=== fifo_burst_reader ===
fifo_burst_reader, M1 wires:
Scale bar: 20 µm.
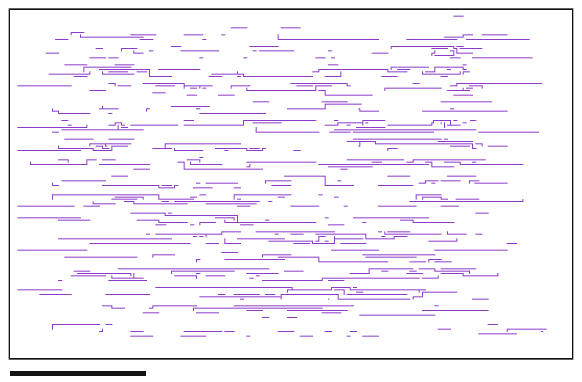
fifo_burst_reader, signal wires on met2:
Scale bar: 20 µm. Cells faint in the background.
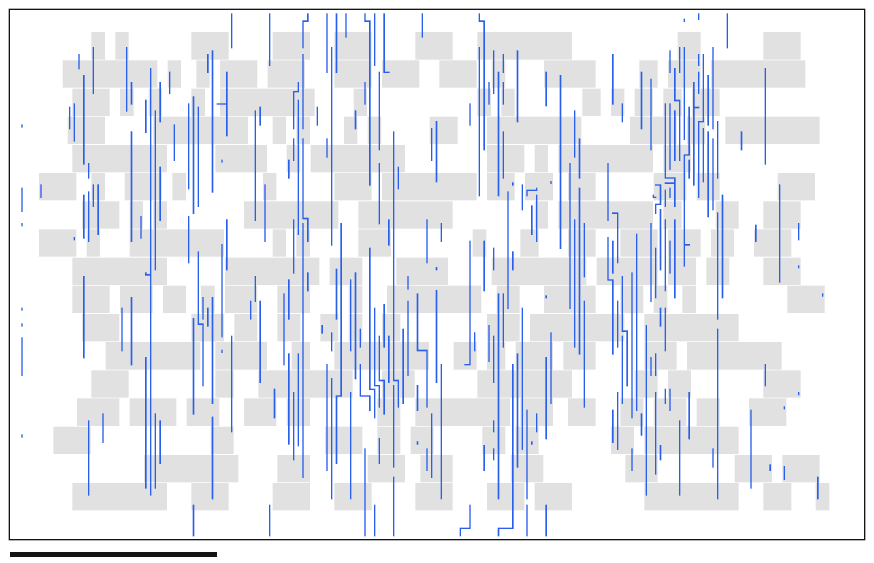
fifo_burst_reader, metal 3:
Scale bar: 20 µm. Cells faint in the background.
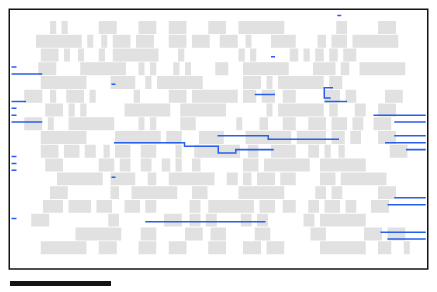
--- config.mk ---
export PLATFORM = sky130hd
export DESIGN_NAME = fifo_burst_reader
export DESIGN_NICKNAME = d
export VERILOG_FILES = /design/src/rtl/fifo_burst_reader.sv
export SDC_FILE = /design/constraint.sdc
export NUM_CORES = 1
export LEC_CHECK = 0
export CAP_MARGIN = 5
export CELL_PAD_IN_SITES_DETAIL_PLACEMENT = 1
export CELL_PAD_IN_SITES_GLOBAL_PLACEMENT = 1
export CORE_ASPECT_RATIO = 0.6
export CORE_MARGIN = 2
export CORE_UTILIZATION = 38
export CTS_BUF_LIST = sky130_fd_sc_hd__clkbuf_4 sky130_fd_sc_hd__clkbuf_8 sky130_fd_sc_hd__clkbuf_16
export DETAILED_ROUTE_END_ITERATION = 7
export PLACE_DENSITY_LB_ADDON = 0.1
export SETUP_SLACK_MARGIN = 0.15
export SLEW_MARGIN = 10
export SYNTH_ARGS = -nofsm -noshare
export SYNTH_HDL_FRONTEND = slang
export SYNTH_SLANG_ARGS = --single-unit
--- constraint.sdc ---
create_clock -name clk -period 2.2 [get_ports clk]
set_input_delay 0.22 -clock clk [delete_from_list [all_inputs] [get_ports clk]]
set_output_delay 0.22 -clock clk [all_outputs]
set_load 0.005 [all_outputs]
--- src/rtl/fifo_burst_reader.sv ---
// Burst read master for a single-clock FWFT FIFO: pops fixed-length bursts into a registered valid/ready stream.
// Optional FIFO_RD_TIMEOUT_EN adds a timed flush of residual words below the watermark.
module fifo_burst_reader #(
  parameter int DW        = 8,
  parameter int BURST_LEN = 16,
  parameter int TIMEOUT   = 64
) (
  input  logic          clk,
  input  logic          rst,
  input  logic [DW-1:0] fifo_dout,
  input  logic          fifo_empty,
  input  logic          fifo_progempty,
  output logic          fifo_rd_en,
  output logic [DW-1:0] m_data,
  output logic          m_valid,
  input  logic          m_ready,
  output logic          m_last,
  output logic          busy,
  output logic [15:0]   burst_cnt
);

  localparam int BW = $clog2(BURST_LEN);
  localparam logic [BW-1:0] LAST_BEAT = BW'(BURST_LEN - 1);

  localparam logic [1:0] IDLE  = 2'd0;
  localparam logic [1:0] BURST = 2'd1;
  localparam logic [1:0] FLUSH = 2'd2;

  if (BURST_LEN < 2 || BURST_LEN > 256 || TIMEOUT < 1 || TIMEOUT > 65535) begin : g_param_check
    $error("fifo_burst_reader: BURST_LEN or TIMEOUT out of range");
  end

  logic [1:0]    state_q, state_d;
  logic [BW-1:0] beat_cnt_q, beat_cnt_d;
  logic [15:0]   burst_cnt_q, burst_cnt_d;
  logic [DW-1:0] m_data_q, m_data_d;
  logic          m_valid_q, m_valid_d;
  logic          m_last_q, m_last_d;
  logic          free;

`ifdef FIFO_RD_TIMEOUT_EN
  localparam logic [15:0] TIMEOUT_LAST = 16'(TIMEOUT - 1);
  logic [15:0] idle_cnt_q, idle_cnt_d;
  logic        residual;
`endif

  always_comb begin
    free       = !m_valid_q || m_ready;
    fifo_rd_en = (state_q == BURST || state_q == FLUSH) && !fifo_empty && free;

    state_d     = state_q;
    beat_cnt_d  = beat_cnt_q;
    burst_cnt_d = burst_cnt_q;
    m_data_d    = m_data_q;
    m_valid_d   = m_valid_q;
    m_last_d    = m_last_q;

    // Output stage: a pop always reloads, even in the same cycle as a handshake.
    if (fifo_rd_en) begin
      m_data_d  = fifo_dout;
      m_valid_d = 1'b1;
      m_last_d  = (state_q == FLUSH) || (beat_cnt_q == LAST_BEAT);
    end else if (m_ready) begin
      m_valid_d = 1'b0;
      m_last_d  = 1'b0;
    end

`ifdef FIFO_RD_TIMEOUT_EN
    residual   = !fifo_empty && fifo_progempty;
    idle_cnt_d = 16'd0;
`endif

    case (state_q)
      IDLE: begin
        if (!fifo_progempty) begin
          state_d    = BURST;
          beat_cnt_d = '0;
`ifdef FIFO_RD_TIMEOUT_EN
        end else if (residual) begin
          if (idle_cnt_q == TIMEOUT_LAST) begin
            state_d    = FLUSH;
            beat_cnt_d = '0;
          end else begin
            idle_cnt_d = idle_cnt_q + 16'd1;
          end
`endif
        end
      end
      BURST: begin
        if (fifo_rd_en) begin
          if (beat_cnt_q == LAST_BEAT) begin
            state_d     = IDLE;
            beat_cnt_d  = '0;
            burst_cnt_d = burst_cnt_q + 16'd1;
          end else begin
            beat_cnt_d = beat_cnt_q + 1'b1;
          end
        end
      end
`ifdef FIFO_RD_TIMEOUT_EN
      FLUSH: begin
        // Each flushed word is its own one-beat packet.
        if (fifo_rd_en) begin
          burst_cnt_d = burst_cnt_q + 16'd1;
          if (beat_cnt_q == LAST_BEAT || !fifo_progempty) begin
            state_d    = IDLE;
            beat_cnt_d = '0;
          end else begin
            beat_cnt_d = beat_cnt_q + 1'b1;
          end
        end else if (fifo_empty || !fifo_progempty) begin
          state_d    = IDLE;
          beat_cnt_d = '0;
        end
      end
`endif
      default: begin
        state_d    = IDLE;
        beat_cnt_d = '0;
      end
    endcase
  end

  always_ff @(posedge clk or posedge rst) begin
    if (rst) begin
      state_q     <= IDLE;
      beat_cnt_q  <= '0;
      burst_cnt_q <= 16'd0;
      m_data_q    <= '0;
      m_valid_q   <= 1'b0;
      m_last_q    <= 1'b0;
    end else begin
      state_q     <= state_d;
      beat_cnt_q  <= beat_cnt_d;
      burst_cnt_q <= burst_cnt_d;
      m_data_q    <= m_data_d;
      m_valid_q   <= m_valid_d;
      m_last_q    <= m_last_d;
    end
  end

`ifdef FIFO_RD_TIMEOUT_EN
  always_ff @(posedge clk or posedge rst) begin
    if (rst) begin
      idle_cnt_q <= 16'd0;
    end else begin
      idle_cnt_q <= idle_cnt_d;
    end
  end
`endif

  assign m_data    = m_data_q;
  assign m_valid   = m_valid_q;
  assign m_last    = m_last_q;
  assign burst_cnt = burst_cnt_q;
  assign busy      = (state_q != IDLE) || m_valid_q;

endmodule

==> job_summary.md <==
## Synthesis and layout report

| Metric | Value |
|---|---|
| Outcome | `completed` |
| Largest class | `flip-flops and latches` |
| Maxcap violations | `0` |
| Die height | `a little over 50 µm` |
| Post_cts resized | `0` |
| CP required | `1.98 ns` |
| Gate Area | `596 µm²` |
| #FFs+latches synth | `31` |
| Post-layout util | `about 54%` |
| R2R Setup Slk | `around 0.45 ns` |
| Routed length per instance | `roughly 15 µm` |
| Die W | `82.4 µm` |
| YS chip area | `1400 µm²` |
| Clk pwr | `roughly 0.45 mW` |
| P_sw | `0.364 mW` |
| Adder Share, Synth | `between 1.5 and 2%` |
| Area of the core | `3590 µm²` |
| Pleak | `~0.91 nW` |
| Worst-path clk slew | `roughly 0.07 ns` |
| CTS tree | `yes` |
| Worst VDD drop | `~0.00042 V` |
| Late-Pin Clk Latency | `0.28 ns` |
| Reg2reg start | `beat_cnt_q[0]$_DFFE_PP0P_` |
| Final setup margin | `~0.35 ns` |
| Top Layout Cells | `40 x clkdlybuf4s50_1, 31 x dfrtp_1, 30 x nand2_1, 12 x xnor2_1, 8 x nand4_1` |
| Clock Buffer Count | `7` |
| Yosys Warn Count | `0` |
| Clk tree area frac | `between 4 and 5%` |
| Cell area after synthesis | `1400 µm²` |
| Final Hold Fails | `0` |
| CP Capture Type | `output port` |
| Yosys Instances | `roughly 130` |
| Log Warnings | `26` |
| Placed insts | `around 220` |
| Core Density at Floorplan | `between 30 and 40%` |
| Worst Tran Pin Value | `roughly 0.47 ns` |
| Metal-1 WL | `1720 µm` |
| Data buffer area share | `a little over a fifth` |
| Setup-failing EPs final | `0` |
| Max Root-Sink Buffers | `2` |
| DR WL met2 | `1530 µm` |
| Mapped Cells | `around 130` |
| Post-CTS setup buffer count | `0` |
| Final instance area | `~2000 µm²` |
| DR pass1 iterations | `4` |
| Power share of the sequential group | `around 50%` |
| Yosys simple share | `approximately a quarter` |
| Int Pwr | `1.01 mW` |
| Antenna cell count | `0` |
| Post-route antenna net violation count | `0` |
| Seq group | `0.692 mW` |
| Seq_cells | `31` |
| Reg-to-Reg End | `burst_cnt[1]$_DFFE_PP0P_` |
| Area leader share | `about 55%` |
| Syn nets | `between 100 and 150` |
| # fillers | `roughly 400` |
About 'M1 wires' of fifo_burst_reader:
main direction: horizontal
longest straight run: 22.1 µm
Vias: 1149
met1 usage: 29.3%
final WL: 3490 µm

About 'signal wires on met2' of fifo_burst_reader:
nets with wire on the layer: 172
main direction: vertical
grt met2 use: 28.0%

About 'metal 3' of fifo_burst_reader:
longest straight run: 23.5 µm
wire length on this layer: 177 µm
main direction: horizontal
share of all routed wire: 5.1%
nets with wire on the layer: 25
met3 usage: 4.77%

[kinds of logic (layout without fill, tap and decap cells)]
| logic type | count (synthesis) | in the layout |
|---|---|---|
| compound gates | 10 | 10 |
| xor+xnor | 15 | 15 |
| fa+ha+maj | 2 | 2 |
| buf+inv | 8 | 55 |
| flops | 31 | 31 |
| mux | 1 | 1 |
| simple gates | 67 | 67 |
[sequential cells by signal, summed over array words and instances (netlist names)]
signal	count
beat_cnt_q	4
state_q	1
m_last	1
m_data	8
m_valid	1
burst_cnt	16

=== phase_sequencer_flat ===
File: src/rtl/phase_sequencer_if.sv
// +--------------------------------------------------------------------------+
// | Module : phase_sequencer_if                                              |
// | Desc   : Fetch and data-memory request/ack handshake bundle.             |
// | Rev    : 1.0                                                             |
// +--------------------------------------------------------------------------+
`default_nettype none

interface phase_sequencer_if;
    logic fetch_req;
    logic fetch_ack;
    logic mem_req;
    logic mem_we;
    logic mem_ack;

    modport master (
        output fetch_req,
        output mem_req,
        output mem_we,
        input  fetch_ack,
        input  mem_ack
    );

    modport slave (
        input  fetch_req,
        input  mem_req,
        input  mem_we,
        output fetch_ack,
        output mem_ack
    );
endinterface

`default_nettype wire

File: src/rtl/phase_sequencer.sv
// +--------------------------------------------------------------------------+
// | Module : phase_sequencer                                                 |
// | Desc   : Five-phase fetch/decode/execute/memory/writeback sequencer.     |
// | Rev    : 1.0                                                             |
// +--------------------------------------------------------------------------+
`default_nettype none

module phase_sequencer #(
    parameter int STALL_LIMIT = 255,
    parameter int CNT_W       = 16
) (
    input  wire logic             clk,
    input  wire logic             rst_n,
    input  wire logic             run,
    input  wire logic [15:0]      instr,
    input  wire logic             write_order,
    phase_sequencer_if.master     bus,
    output logic [2:0]            phase,
    output logic                  active,
    output logic                  ir_load,
    output logic                  pc_inc,
    output logic                  reg_we,
    output logic                  halted,
    output logic                  bus_err,
    output logic [CNT_W-1:0]      instr_count
);

    localparam int STALL_W = (STALL_LIMIT < 1) ? 1 : $clog2(STALL_LIMIT + 1);
    localparam logic [STALL_W-1:0] STALL_MAX = STALL_W'(STALL_LIMIT);

    typedef enum logic [2:0] {
        S_IDLE = 3'd0,
        S_P1   = 3'd1,
        S_P2   = 3'd2,
        S_P3   = 3'd3,
        S_P4   = 3'd4,
        S_P5   = 3'd5,
        S_HALT = 3'd6,
        S_ERR  = 3'd7
    } state_t;

    state_t             state_q, state_d;
    logic [STALL_W-1:0] stall_q, stall_d;
    logic [CNT_W-1:0]   count_q, count_d;

    logic [1:0] op1;
    logic [3:0] op3;
    logic       is_hlt;
    logic       is_mem;
    logic       unused_instr_bits;

    assign op1               = instr[15:14];
    assign op3               = instr[7:4];
    assign is_hlt            = (op1 == 2'b11) && (op3 == 4'hF);
    assign is_mem            = (op1 == 2'b00) || (op1 == 2'b01);
    assign unused_instr_bits = ^{instr[13:8], instr[3:0]};
    assign instr_count       = count_q;

    always_ff @(posedge clk or negedge rst_n) begin
        if (!rst_n) begin
            state_q <= S_IDLE;
            stall_q <= '0;
            count_q <= '0;
        end else begin
            state_q <= state_d;
            stall_q <= stall_d;
            count_q <= count_d;
        end
    end

    always_comb begin
        state_d       = state_q;
        stall_d       = stall_q;
        count_d       = count_q;
        phase         = 3'd0;
        active        = 1'b0;
        bus.fetch_req = 1'b0;
        bus.mem_req   = 1'b0;
        bus.mem_we    = 1'b0;
        ir_load       = 1'b0;
        pc_inc        = 1'b0;
        reg_we        = 1'b0;
        halted        = 1'b0;
        bus_err       = 1'b0;

        case (state_q)
            S_IDLE: begin
                if (run) begin
                    state_d = S_P1;
                    stall_d = '0;
                end
            end
            S_P1: begin
                phase         = 3'd0;
                active        = 1'b1;
                bus.fetch_req = 1'b1;
                ir_load       = bus.fetch_ack;
                // Timeout fires on the last permitted waiting cycle without an ack.
                if (bus.fetch_ack) begin
                    state_d = S_P2;
                end else if (stall_q == STALL_MAX) begin
                    state_d = S_ERR;
                end else begin
                    stall_d = stall_q + 1'b1;
                end
            end
            S_P2: begin
                phase  = 3'd1;
                active = 1'b1;
                pc_inc = 1'b1;
                if (is_hlt) begin
                    state_d = S_HALT;
                    count_d = count_q + 1'b1;
                end else begin
                    state_d = S_P3;
                end
            end
            S_P3: begin
                phase   = 3'd2;
                active  = 1'b1;
                state_d = S_P4;
                stall_d = '0;
            end
            S_P4: begin
                phase  = 3'd3;
                active = 1'b1;
                if (is_mem) begin
                    bus.mem_req = 1'b1;
                    bus.mem_we  = (op1 == 2'b01);
                    if (bus.mem_ack) begin
                        state_d = S_P5;
                    end else if (stall_q == STALL_MAX) begin
                        state_d = S_ERR;
                    end else begin
                        stall_d = stall_q + 1'b1;
                    end
                end else begin
                    state_d = S_P5;
                end
            end
            S_P5: begin
                phase   = 3'd4;
                active  = 1'b1;
                reg_we  = write_order & (op1 != 2'b01);
                count_d = count_q + 1'b1;
                if (run) begin
                    state_d = S_P1;
                    stall_d = '0;
                end else begin
                    state_d = S_IDLE;
                end
            end
            S_HALT: begin
                halted = 1'b1;
            end
            S_ERR: begin
                bus_err = 1'b1;
            end
            default: begin
                state_d = S_IDLE;
            end
        endcase
    end

endmodule

`default_nettype wire

File: src/flat_wrapper.sv
// flat-port wrapper written by rule: the top's interface ports become plain ports
module phase_sequencer_flat 
#(
    parameter int STALL_LIMIT = 255,
    parameter int CNT_W       = 16
)
  (clk, rst_n, run, instr, write_order, phase, active, ir_load, pc_inc, reg_we, halted, bus_err, instr_count, bus_fetch_req, bus_mem_req, bus_mem_we, bus_fetch_ack, bus_mem_ack);
  phase_sequencer_if bus_i ();
  input  wire logic clk;
  input  wire logic rst_n;
  input  wire logic run;
  input  wire logic [15:0] instr;
  input  wire logic write_order;
  output logic [2:0] phase;
  output logic active;
  output logic ir_load;
  output logic pc_inc;
  output logic reg_we;
  output logic halted;
  output logic bus_err;
  output logic [CNT_W-1:0] instr_count;
  output wire logic [$bits(bus_i.fetch_req)-1:0] bus_fetch_req;
  output wire logic [$bits(bus_i.mem_req)-1:0] bus_mem_req;
  output wire logic [$bits(bus_i.mem_we)-1:0] bus_mem_we;
  input wire logic [$bits(bus_i.fetch_ack)-1:0] bus_fetch_ack;
  input wire logic [$bits(bus_i.mem_ack)-1:0] bus_mem_ack;
  assign bus_fetch_req = bus_i.fetch_req;
  assign bus_mem_req = bus_i.mem_req;
  assign bus_mem_we = bus_i.mem_we;
  assign bus_i.fetch_ack = bus_fetch_ack;
  assign bus_i.mem_ack = bus_mem_ack;
  phase_sequencer #(.STALL_LIMIT(STALL_LIMIT), .CNT_W(CNT_W)) u_core (.clk(clk), .rst_n(rst_n), .run(run), .instr(instr), .write_order(write_order), .bus(bus_i), .phase(phase), .active(active), .ir_load(ir_load), .pc_inc(pc_inc), .reg_we(reg_we), .halted(halted), .bus_err(bus_err), .instr_count(instr_count));
endmodule
File: config.mk
export PLATFORM = sky130hd
export DESIGN_NAME = phase_sequencer_flat
export DESIGN_NICKNAME = d
export VERILOG_FILES = /design/src/rtl/phase_sequencer_if.sv /design/src/rtl/phase_sequencer.sv /design/src/flat_wrapper.sv
export SDC_FILE = /design/constraint.sdc
export NUM_CORES = 1
export LEC_CHECK = 0
export CAP_MARGIN = 15
export CELL_PAD_IN_SITES_DETAIL_PLACEMENT = 0
export CELL_PAD_IN_SITES_GLOBAL_PLACEMENT = 1
export CORE_MARGIN = 2
export CORE_UTILIZATION = 35
export DETAILED_ROUTE_END_ITERATION = 10
export GPL_TIMING_DRIVEN = 1
export PLACE_DENSITY_LB_ADDON = 0.1
export SYNTH_ARGS = -nofsm -noshare
export SYNTH_HDL_FRONTEND = slang
export SYNTH_SLANG_ARGS = --single-unit
File: constraint.sdc
create_clock -name clk -period 2.2 [get_ports clk]
set_input_delay 0.33 -clock clk [delete_from_list [all_inputs] [get_ports clk]]
set_output_delay 0.33 -clock clk [all_outputs]
set_load 0.05 [all_outputs]
phase_sequencer_flat, M1 wires:
Scale bar: 20 µm.
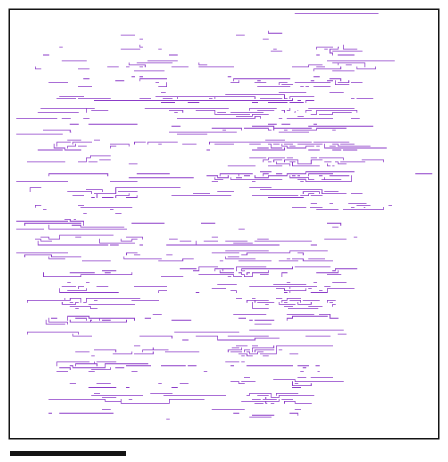
share of all routed wire: 46%
main direction: horizontal
longest straight run: 34.0 µm
final WL: 4170 µm
Vias: 1557

phase_sequencer_flat, signal wires on met2:
Scale bar: 20 µm. Cells faint in the background.
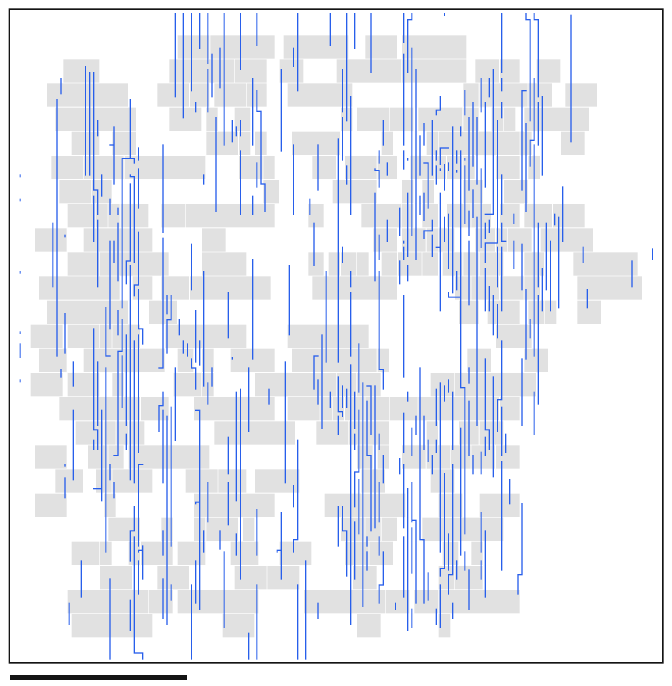
longest straight run: 29.2 µm
wire length on this layer: 2150 µm
nets with wire on the layer: 222
main direction: vertical
share of all routed wire: 52%
grt met2 use: 28.4%

[power by group through the flow]
stage | Combinational (mW) | Clock (mW) | Sequential [mW]
6_report | 0.0510 | 0.299 | 0.501
5_1_grt | 0.0568 | 0.342 | 0.501
4_1_cts | 0.0521 | 0.309 | 0.501
3_5_place_dp | 0.0519 | 0 | 0.511
3_3_place_gp | 0.0508 | 0 | 0.510
2_1_floorplan | 0.0108 | 0 | 0.510
[state kept, by name, indices dropped and copies added (netlist names)]
signal and count:
u_core.stall_q 8, u_core.instr_count 16, u_core.state_q 3
==> job_summary.md <==
## Synthesis and layout report

| Metric | Value |
|---|---|
| Outcome | `completed` |
| Port Buffers | `39` |
| Post-layout util | `~52%` |
| Adder Share, Synth | `between 2 and 3%` |
| Power share of the sequential group | `58.8%` |
| Top Layout Cells | `27 x clkdlybuf4s50_1, 25 x dfrtp_1, 22 x buf_4, 18 x nand2_1, 16 x nor2_1` |
| Int Pwr | `roughly 0.65 mW` |
| GPL Wtd Cong | `0.853` |
| Yosys Instances | `181` |
| Gate Area | `987 µm²` |
| CTS root buf | `clkbuf_8` |
| Via-per-instance ratio | `between 5 and 6` |
| Maxcap violations | `0` |
| Distinct lib cells | `39` |
| Fin crit period | `between 2 and 2.5 ns` |
| Aoi share | `a little over an eighth` |
| Top sig layer | `met4` |
| Clk tree area frac | `1.99%` |
| Post-synth EDFFs | `0` |
| Largest stage delay, worst path | `~0.54 ns` |
| Switch share | `between 20% and 30%` |
| Mux area share | `under 10%` |
| Logic Gate Count | `139` |
| Placed insts | `287` |
| CP required | `2.41 ns` |
| Site Rows | `25` |
| Final Hold Fails | `0` |
| # fillers | `~440` |
| Die W | `around 74 µm` |
| Yosys Warn Count | `0` |
| Antenna violations before repair | `0` |
| Setup crit start | `bus_mem_ack` |
| HP Class | `in -> async` |
| Final instance area | `2450 µm²` |
| DP Wirelength | `around 3200 µm` |
| Post-route antenna net violation count | `0` |
| Vias in the first global route | `~1600` |
| Layer with the highest usage | `met2` |
| Pleak | `roughly 1.1 nW` |
| Share of the yosys chip area belonging to registers | `roughly two fifths` |
| Synth cell count leaders | `27 x dfrtp_1, 18 x nand2_1, 17 x nor2_1` |
| Die height | `around 74 µm` |
| XOR/XNOR Fraction of Synth Area | `8.28%` |
| Met3 wire len | `roughly 79 µm` |
| Top cell excl fill/tap | `clkdlybuf4s50_1` |
| Avg Cell Area, Syn | `9.35 µm²` |
| Worst-path cell chain | `clkdlybuf4s50_1 > or4b_4 > a21oi_2 > o21bai_2 > or4_1 > a21boi_1` |
| Total Nets Final | `264` |
| Critical path depth in cells | `6` |
| Ys async rst share | `100%` |
| Synth area leader | `dfrtp_1` |
| # DRC | `0` |
| Reg2reg start | `u_core.state_q[2]$_DFFE_PN0P_` |
| Area leader share | `39.9%` |
| Slowest CP cell | `or4b_4` |

=== adiabatic_pclk_sequencer ===
adiabatic_pclk_sequencer, M1 wires:
Scale bar: 20 µm.
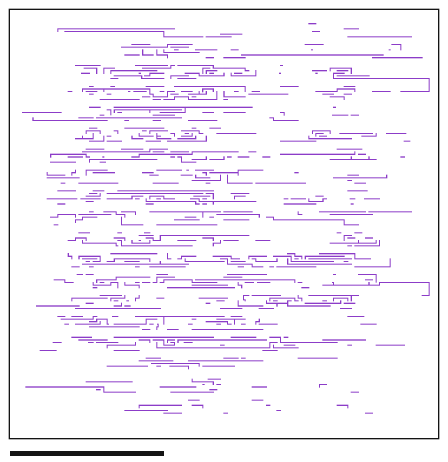
adiabatic_pclk_sequencer, signal wires on met2:
Scale bar: 20 µm. Cells faint in the background.
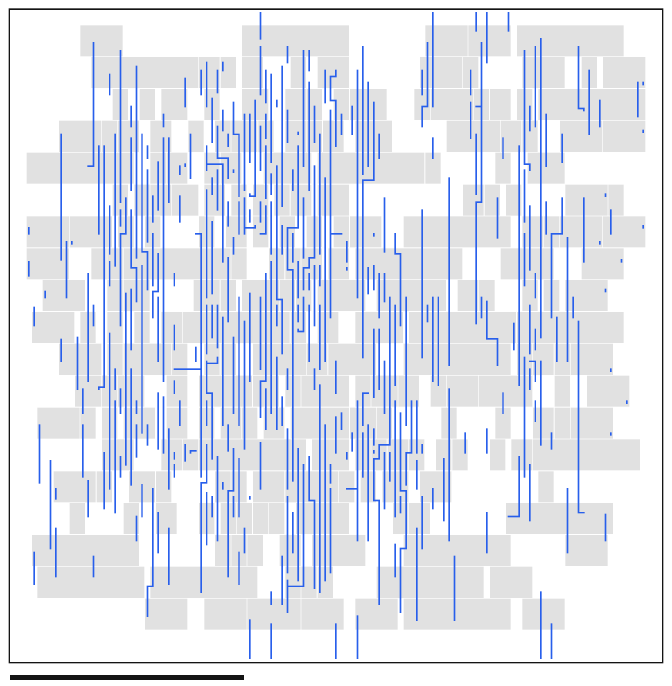
--- src/rtl/adiabatic_pclk_sequencer.sv ---
// adiabatic_pclk_sequencer
// Sequences the four-phase power clocks (clkpos/clkneg rail pairs) of an
// NSTAGE-deep adiabatic pipeline. Each accepted batch injects one phase wave
// per operand into stage 0; waves shift one stage per phase tick, and the
// pipeline is always drained back to all-IDLE so rail charge is recovered.
//
// Handshake: a request is accepted (ack=1) in the same cycle req is seen in
// S_IDLE; req must be held until then and count is sampled in that cycle.
// done pulses once per accepted batch, and busy covers every cycle from the
// one after ack through the done cycle.
//
// Optional feature: define PCLK_PERF_CNT_EN to add the busy_cycles output,
// a saturating count of busy cycles that is cleared on each accept.
module adiabatic_pclk_sequencer #(
    parameter int NSTAGE       = 4,
    parameter int PHASE_CYCLES = 2,
    parameter int CNT_W        = 8
) (
    input  logic                  clk,
    input  logic                  rst,
    input  logic                  req,
    input  logic [CNT_W-1:0]      count,
    output logic                  ack,
    input  logic                  abort,
    output logic                  busy,
    output logic                  done,
    output logic                  inject,
    output logic [2*NSTAGE-1:0]   stage_phase,
    output logic [NSTAGE-1:0]     clkpos_en,
    output logic [NSTAGE-1:0]     clkneg_en,
`ifdef PCLK_PERF_CNT_EN
    output logic [31:0]           busy_cycles,
`endif
    output logic [1:0]            dbg_state
);

    localparam int TW = (PHASE_CYCLES > 1) ? $clog2(PHASE_CYCLES) : 1;

    localparam logic [1:0] PH_IDLE = 2'b00;
    localparam logic [1:0] PH_UP   = 2'b01;
    localparam logic [1:0] PH_HOLD = 2'b10;
    localparam logic [1:0] PH_DOWN = 2'b11;

    typedef enum logic [1:0] {
        S_IDLE  = 2'd0,
        S_RUN   = 2'd1,
        S_DRAIN = 2'd2,
        S_DONE  = 2'd3
    } state_t;

    state_t              state_q;
    logic [CNT_W-1:0]    tokens_q;
    logic [TW-1:0]       tick_q;
    logic [2*NSTAGE-1:0] phase_q;
    logic [2*NSTAGE-1:0] phase_d;
    logic                busy_q;
    logic                done_q;
    logic                inject_q;

    logic tick_end;
    logic halt_inj;
    logic inj_go;

    // A phase tick happens at the edge that closes the last cycle of a phase.
    assign tick_end = (tick_q == TW'(PHASE_CYCLES - 1));
    // abort only matters while injecting, and it beats a coincident injection.
    assign halt_inj = (state_q == S_RUN) && abort;
    assign inj_go   = (state_q == S_RUN) && !abort && tick_end &&
                      (phase_q[1:0] == PH_IDLE) && (tokens_q != '0);

    // Pipeline contents after the next tick: shift stages up, advance stage 0.
    always_comb begin
        phase_d = phase_q;
        for (int k = 1; k < NSTAGE; k++) begin
            phase_d[2*k +: 2] = phase_q[2*(k-1) +: 2];
        end
        case (phase_q[1:0])
            PH_IDLE: phase_d[1:0] = inj_go ? PH_UP : PH_IDLE;
            PH_UP:   phase_d[1:0] = PH_HOLD;
            PH_HOLD: phase_d[1:0] = PH_DOWN;
            default: phase_d[1:0] = PH_IDLE;
        endcase
    end

    // Batch sequencing FSM with its registered status outputs.
    always_ff @(posedge clk or posedge rst) begin
        if (rst) begin
            state_q  <= S_IDLE;
            tokens_q <= '0;
            tick_q   <= '0;
            phase_q  <= '0;
            busy_q   <= 1'b0;
            done_q   <= 1'b0;
            inject_q <= 1'b0;
        end else begin
            done_q   <= 1'b0;
            inject_q <= 1'b0;
            case (state_q)
                S_IDLE: begin
                    if (req) begin
                        tokens_q <= count;
                        tick_q   <= '0;
                        busy_q   <= 1'b1;
                        if (count != '0) begin
                            state_q <= S_RUN;
                        end else begin
                            state_q <= S_DONE;
                            done_q  <= 1'b1;
                        end
                    end
                end
                S_RUN, S_DRAIN: begin
                    tick_q <= tick_end ? '0 : tick_q + TW'(1);
                    if (halt_inj) begin
                        tokens_q <= '0;
                        state_q  <= S_DRAIN;
                    end
                    if (tick_end) begin
                        phase_q <= phase_d;
                        if (inj_go) begin
                            tokens_q <= tokens_q - CNT_W'(1);
                            inject_q <= 1'b1;
                            if (tokens_q == CNT_W'(1)) begin
                                state_q <= S_DRAIN;
                            end
                        end
                        // Finish only once every stage has ramped back to IDLE.
                        if ((state_q == S_DRAIN || halt_inj) && phase_d == '0) begin
                            state_q <= S_DONE;
                            done_q  <= 1'b1;
                        end
                    end
                end
                S_DONE: begin
                    state_q  <= S_IDLE;
                    busy_q   <= 1'b0;
                    tick_q   <= '0;
                    tokens_q <= '0;
                end
                default: state_q <= S_IDLE;
            endcase
        end
    end

    // Rail enables follow the stage phase: positive rail on during UP/HOLD.
    always_comb begin
        clkpos_en = '0;
        for (int k = 0; k < NSTAGE; k++) begin
            clkpos_en[k] = phase_q[2*k] ^ phase_q[2*k+1];
        end
    end

    assign clkneg_en   = ~clkpos_en;
    assign ack         = (state_q == S_IDLE) && req;
    assign busy        = busy_q;
    assign done        = done_q;
    assign inject      = inject_q;
    assign stage_phase = phase_q;
    assign dbg_state   = state_q;

`ifdef PCLK_PERF_CNT_EN
    logic [31:0] busy_cycles_q;

    // Saturating busy-cycle counter, restarted on every accepted batch.
    always_ff @(posedge clk or posedge rst) begin
        if (rst) begin
            busy_cycles_q <= '0;
        end else if (ack) begin
            busy_cycles_q <= '0;
        end else if (busy_q && (busy_cycles_q != 32'hFFFF_FFFF)) begin
            busy_cycles_q <= busy_cycles_q + 32'd1;
        end
    end

    assign busy_cycles = busy_cycles_q;
`endif

endmodule

--- config.mk ---
export PLATFORM = sky130hd
export DESIGN_NAME = adiabatic_pclk_sequencer
export DESIGN_NICKNAME = d
export VERILOG_FILES = /design/src/rtl/adiabatic_pclk_sequencer.sv
export SDC_FILE = /design/constraint.sdc
export NUM_CORES = 1
export LEC_CHECK = 0
export ABC_AREA = 1
export CAP_MARGIN = 20
export CORE_UTILIZATION = 54
export CTS_CLUSTER_DIAMETER = 80
export DETAILED_ROUTE_END_ITERATION = 10
export GPL_ROUTABILITY_DRIVEN = 0
export HOLD_SLACK_MARGIN = 0.06
export PLACE_DENSITY_LB_ADDON = 0.1
export SLEW_MARGIN = 20
export SYNTH_ARGS = -nofsm -noshare
export SYNTH_HDL_FRONTEND = slang
export SYNTH_SLANG_ARGS = --single-unit
--- constraint.sdc ---
create_clock -name clk -period 4.3 [get_ports clk]
set_input_delay 1.29 -clock clk [delete_from_list [all_inputs] [get_ports clk]]
set_output_delay 1.29 -clock clk [all_outputs]
set_load 0.005 [all_outputs]
==> job_summary.md <==
## Synthesis and layout report

| Metric | Value |
|---|---|
| CP required | `3.01 ns` |
| Power share of the sequential group | `26.8%` |
| Yosys Instances | `209` |
| Area of the core | `2730 µm²` |
| Final Hold Fails | `0` |
| Worst Tran Pin Value | `0.840 ns` |
| Logic Gate Count | `roughly 140` |
| Layout cells sized above 1 | `under 10%` |
| Die Size | `about 3100 µm²` |
| Dominant kind of combinational cell | `simple AND/OR/NAND/NOR gates` |
| Cell area after synthesis | `roughly 1600 µm²` |
| Maxcap violations | `0` |
| #FFs+latches synth | `22` |
| DP Wirelength | `2520 µm` |
| Die W | `55.7 µm` |
| Yosys Warn Count | `0` |
| Site Rows | `19` |
| Clk sink count | `22` |
| Pre-CTS setup slack | `a little over 0.4 ns` |
| Sequential cell area share | `29.4%` |
| Port Buffers | `33` |
| Late-Pin Clk Latency | `0.33 ns` |
| Fin crit period | `around 3.9 ns` |
| Main flop type | `dfrtp_1` |
| Seq group | `0.340 mW` |
| Hold Crit Depth | `2` |
| Crit path max-delay family | `buffers and inverters` |
| Int Pwr | `~0.71 mW` |
| Area after DPL | `1840 µm²` |
| Final setup margin | `between 0.3 and 0.4 ns` |
| CTS Hold Bufs | `0` |
| Synth area leader | `dfrtp_1` |
| P_sw | `about 0.56 mW` |
| Crit path DAT | `around 2.6 ns` |
| Top cell excl fill/tap | `nand2_1` |
| # fillers | `between 200 and 250` |
| Critical path depth in cells | `4` |
| I/O pin count | `34` |
| CP max FO | `8` |
| Mux area share | `0%` |
| HP Class | `reg -> reg` |
| Largest stage delay, worst path | `approximately 0.53 ns` |
| Worst-path clk slew | `between 0.1 and 0.15 ns` |
| Outcome | `completed` |
| Die height | `around 56 µm` |
| Clock Buffer Count | `4` |
| Antenna violations before repair | `0` |
| Cycle use final | `between 90 and 100%` |
## Picture notes: 'M1 wires' of adiabatic_pclk_sequencer
main direction: horizontal
nets with wire on the layer: 218
wire length on this layer: 1440 µm
met1 usage: 27.7%
final WL: 3300 µm

## Picture notes: 'signal wires on met2' of adiabatic_pclk_sequencer
wire length on this layer: 1660 µm
share of all routed wire: 50%
longest straight run: 25.5 µm
main direction: vertical
Vias: 1431
grt met2 use: 40.3%

[synthesized netlist by cell type, types with 2 or more instances]
cell type,instances
a21oi_1,4
buf_4,8
buf_6,2
dfrtp_1,22
ha_1,9
inv_1,33
inv_2,4
nand2_1,47
nand2_2,2
nand3_1,14
nand4_1,7
nor2_1,16
nor2_4,4
o21ai_0,17
o21ai_2,2
o21bai_1,2
o22ai_1,3
xnor2_1,2
[metal layers]
layer,global-route usage (%),vias up,routed length [µm]
met5,0,-,0
met4,9.29,0,28
met3,3.72,4,180
met2,40.3,55,1660
met1,27.7,661,1440
li1,-,711,-


==> layout pictures side by side <==
Cell area per tile.
(a)
The die is cut into 7 by 7 equal tiles; white is low, dark blue is high, 0 to 100% covered.
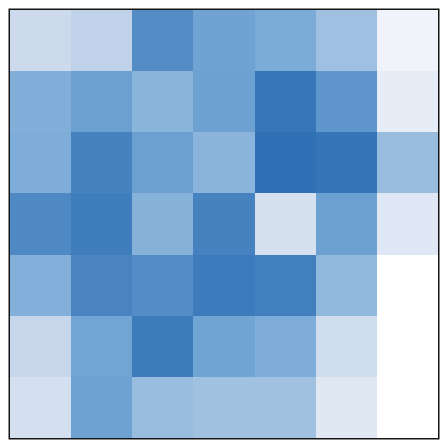
(b)
The die is cut into 11 by 11 equal tiles; white is low, dark blue is high, 0 to 100% covered.
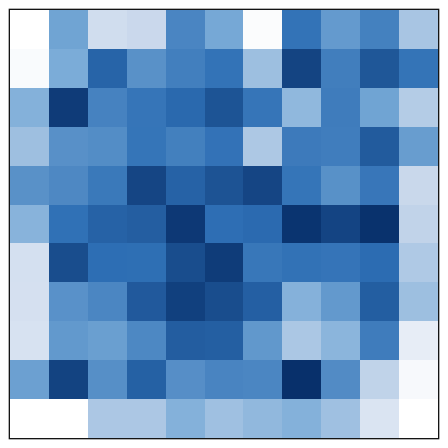
(c)
The die is cut into 8 by 5 equal tiles; white is low, dark blue is high, 0 to 100% covered.
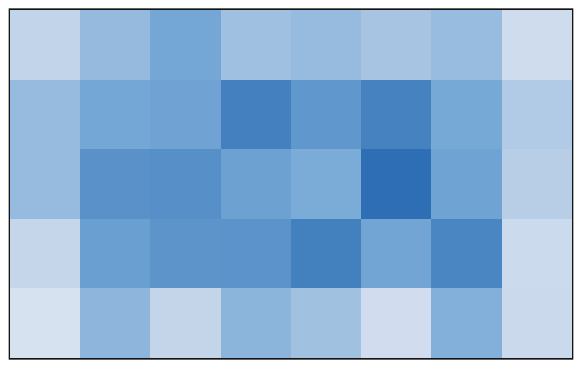
(a) -> phase_sequencer_flat
(c) -> fifo_burst_reader
(b) -> adiabatic_pclk_sequencer
- highest utilization: (b)

Power is estimated from default activity; no workload was simulated.
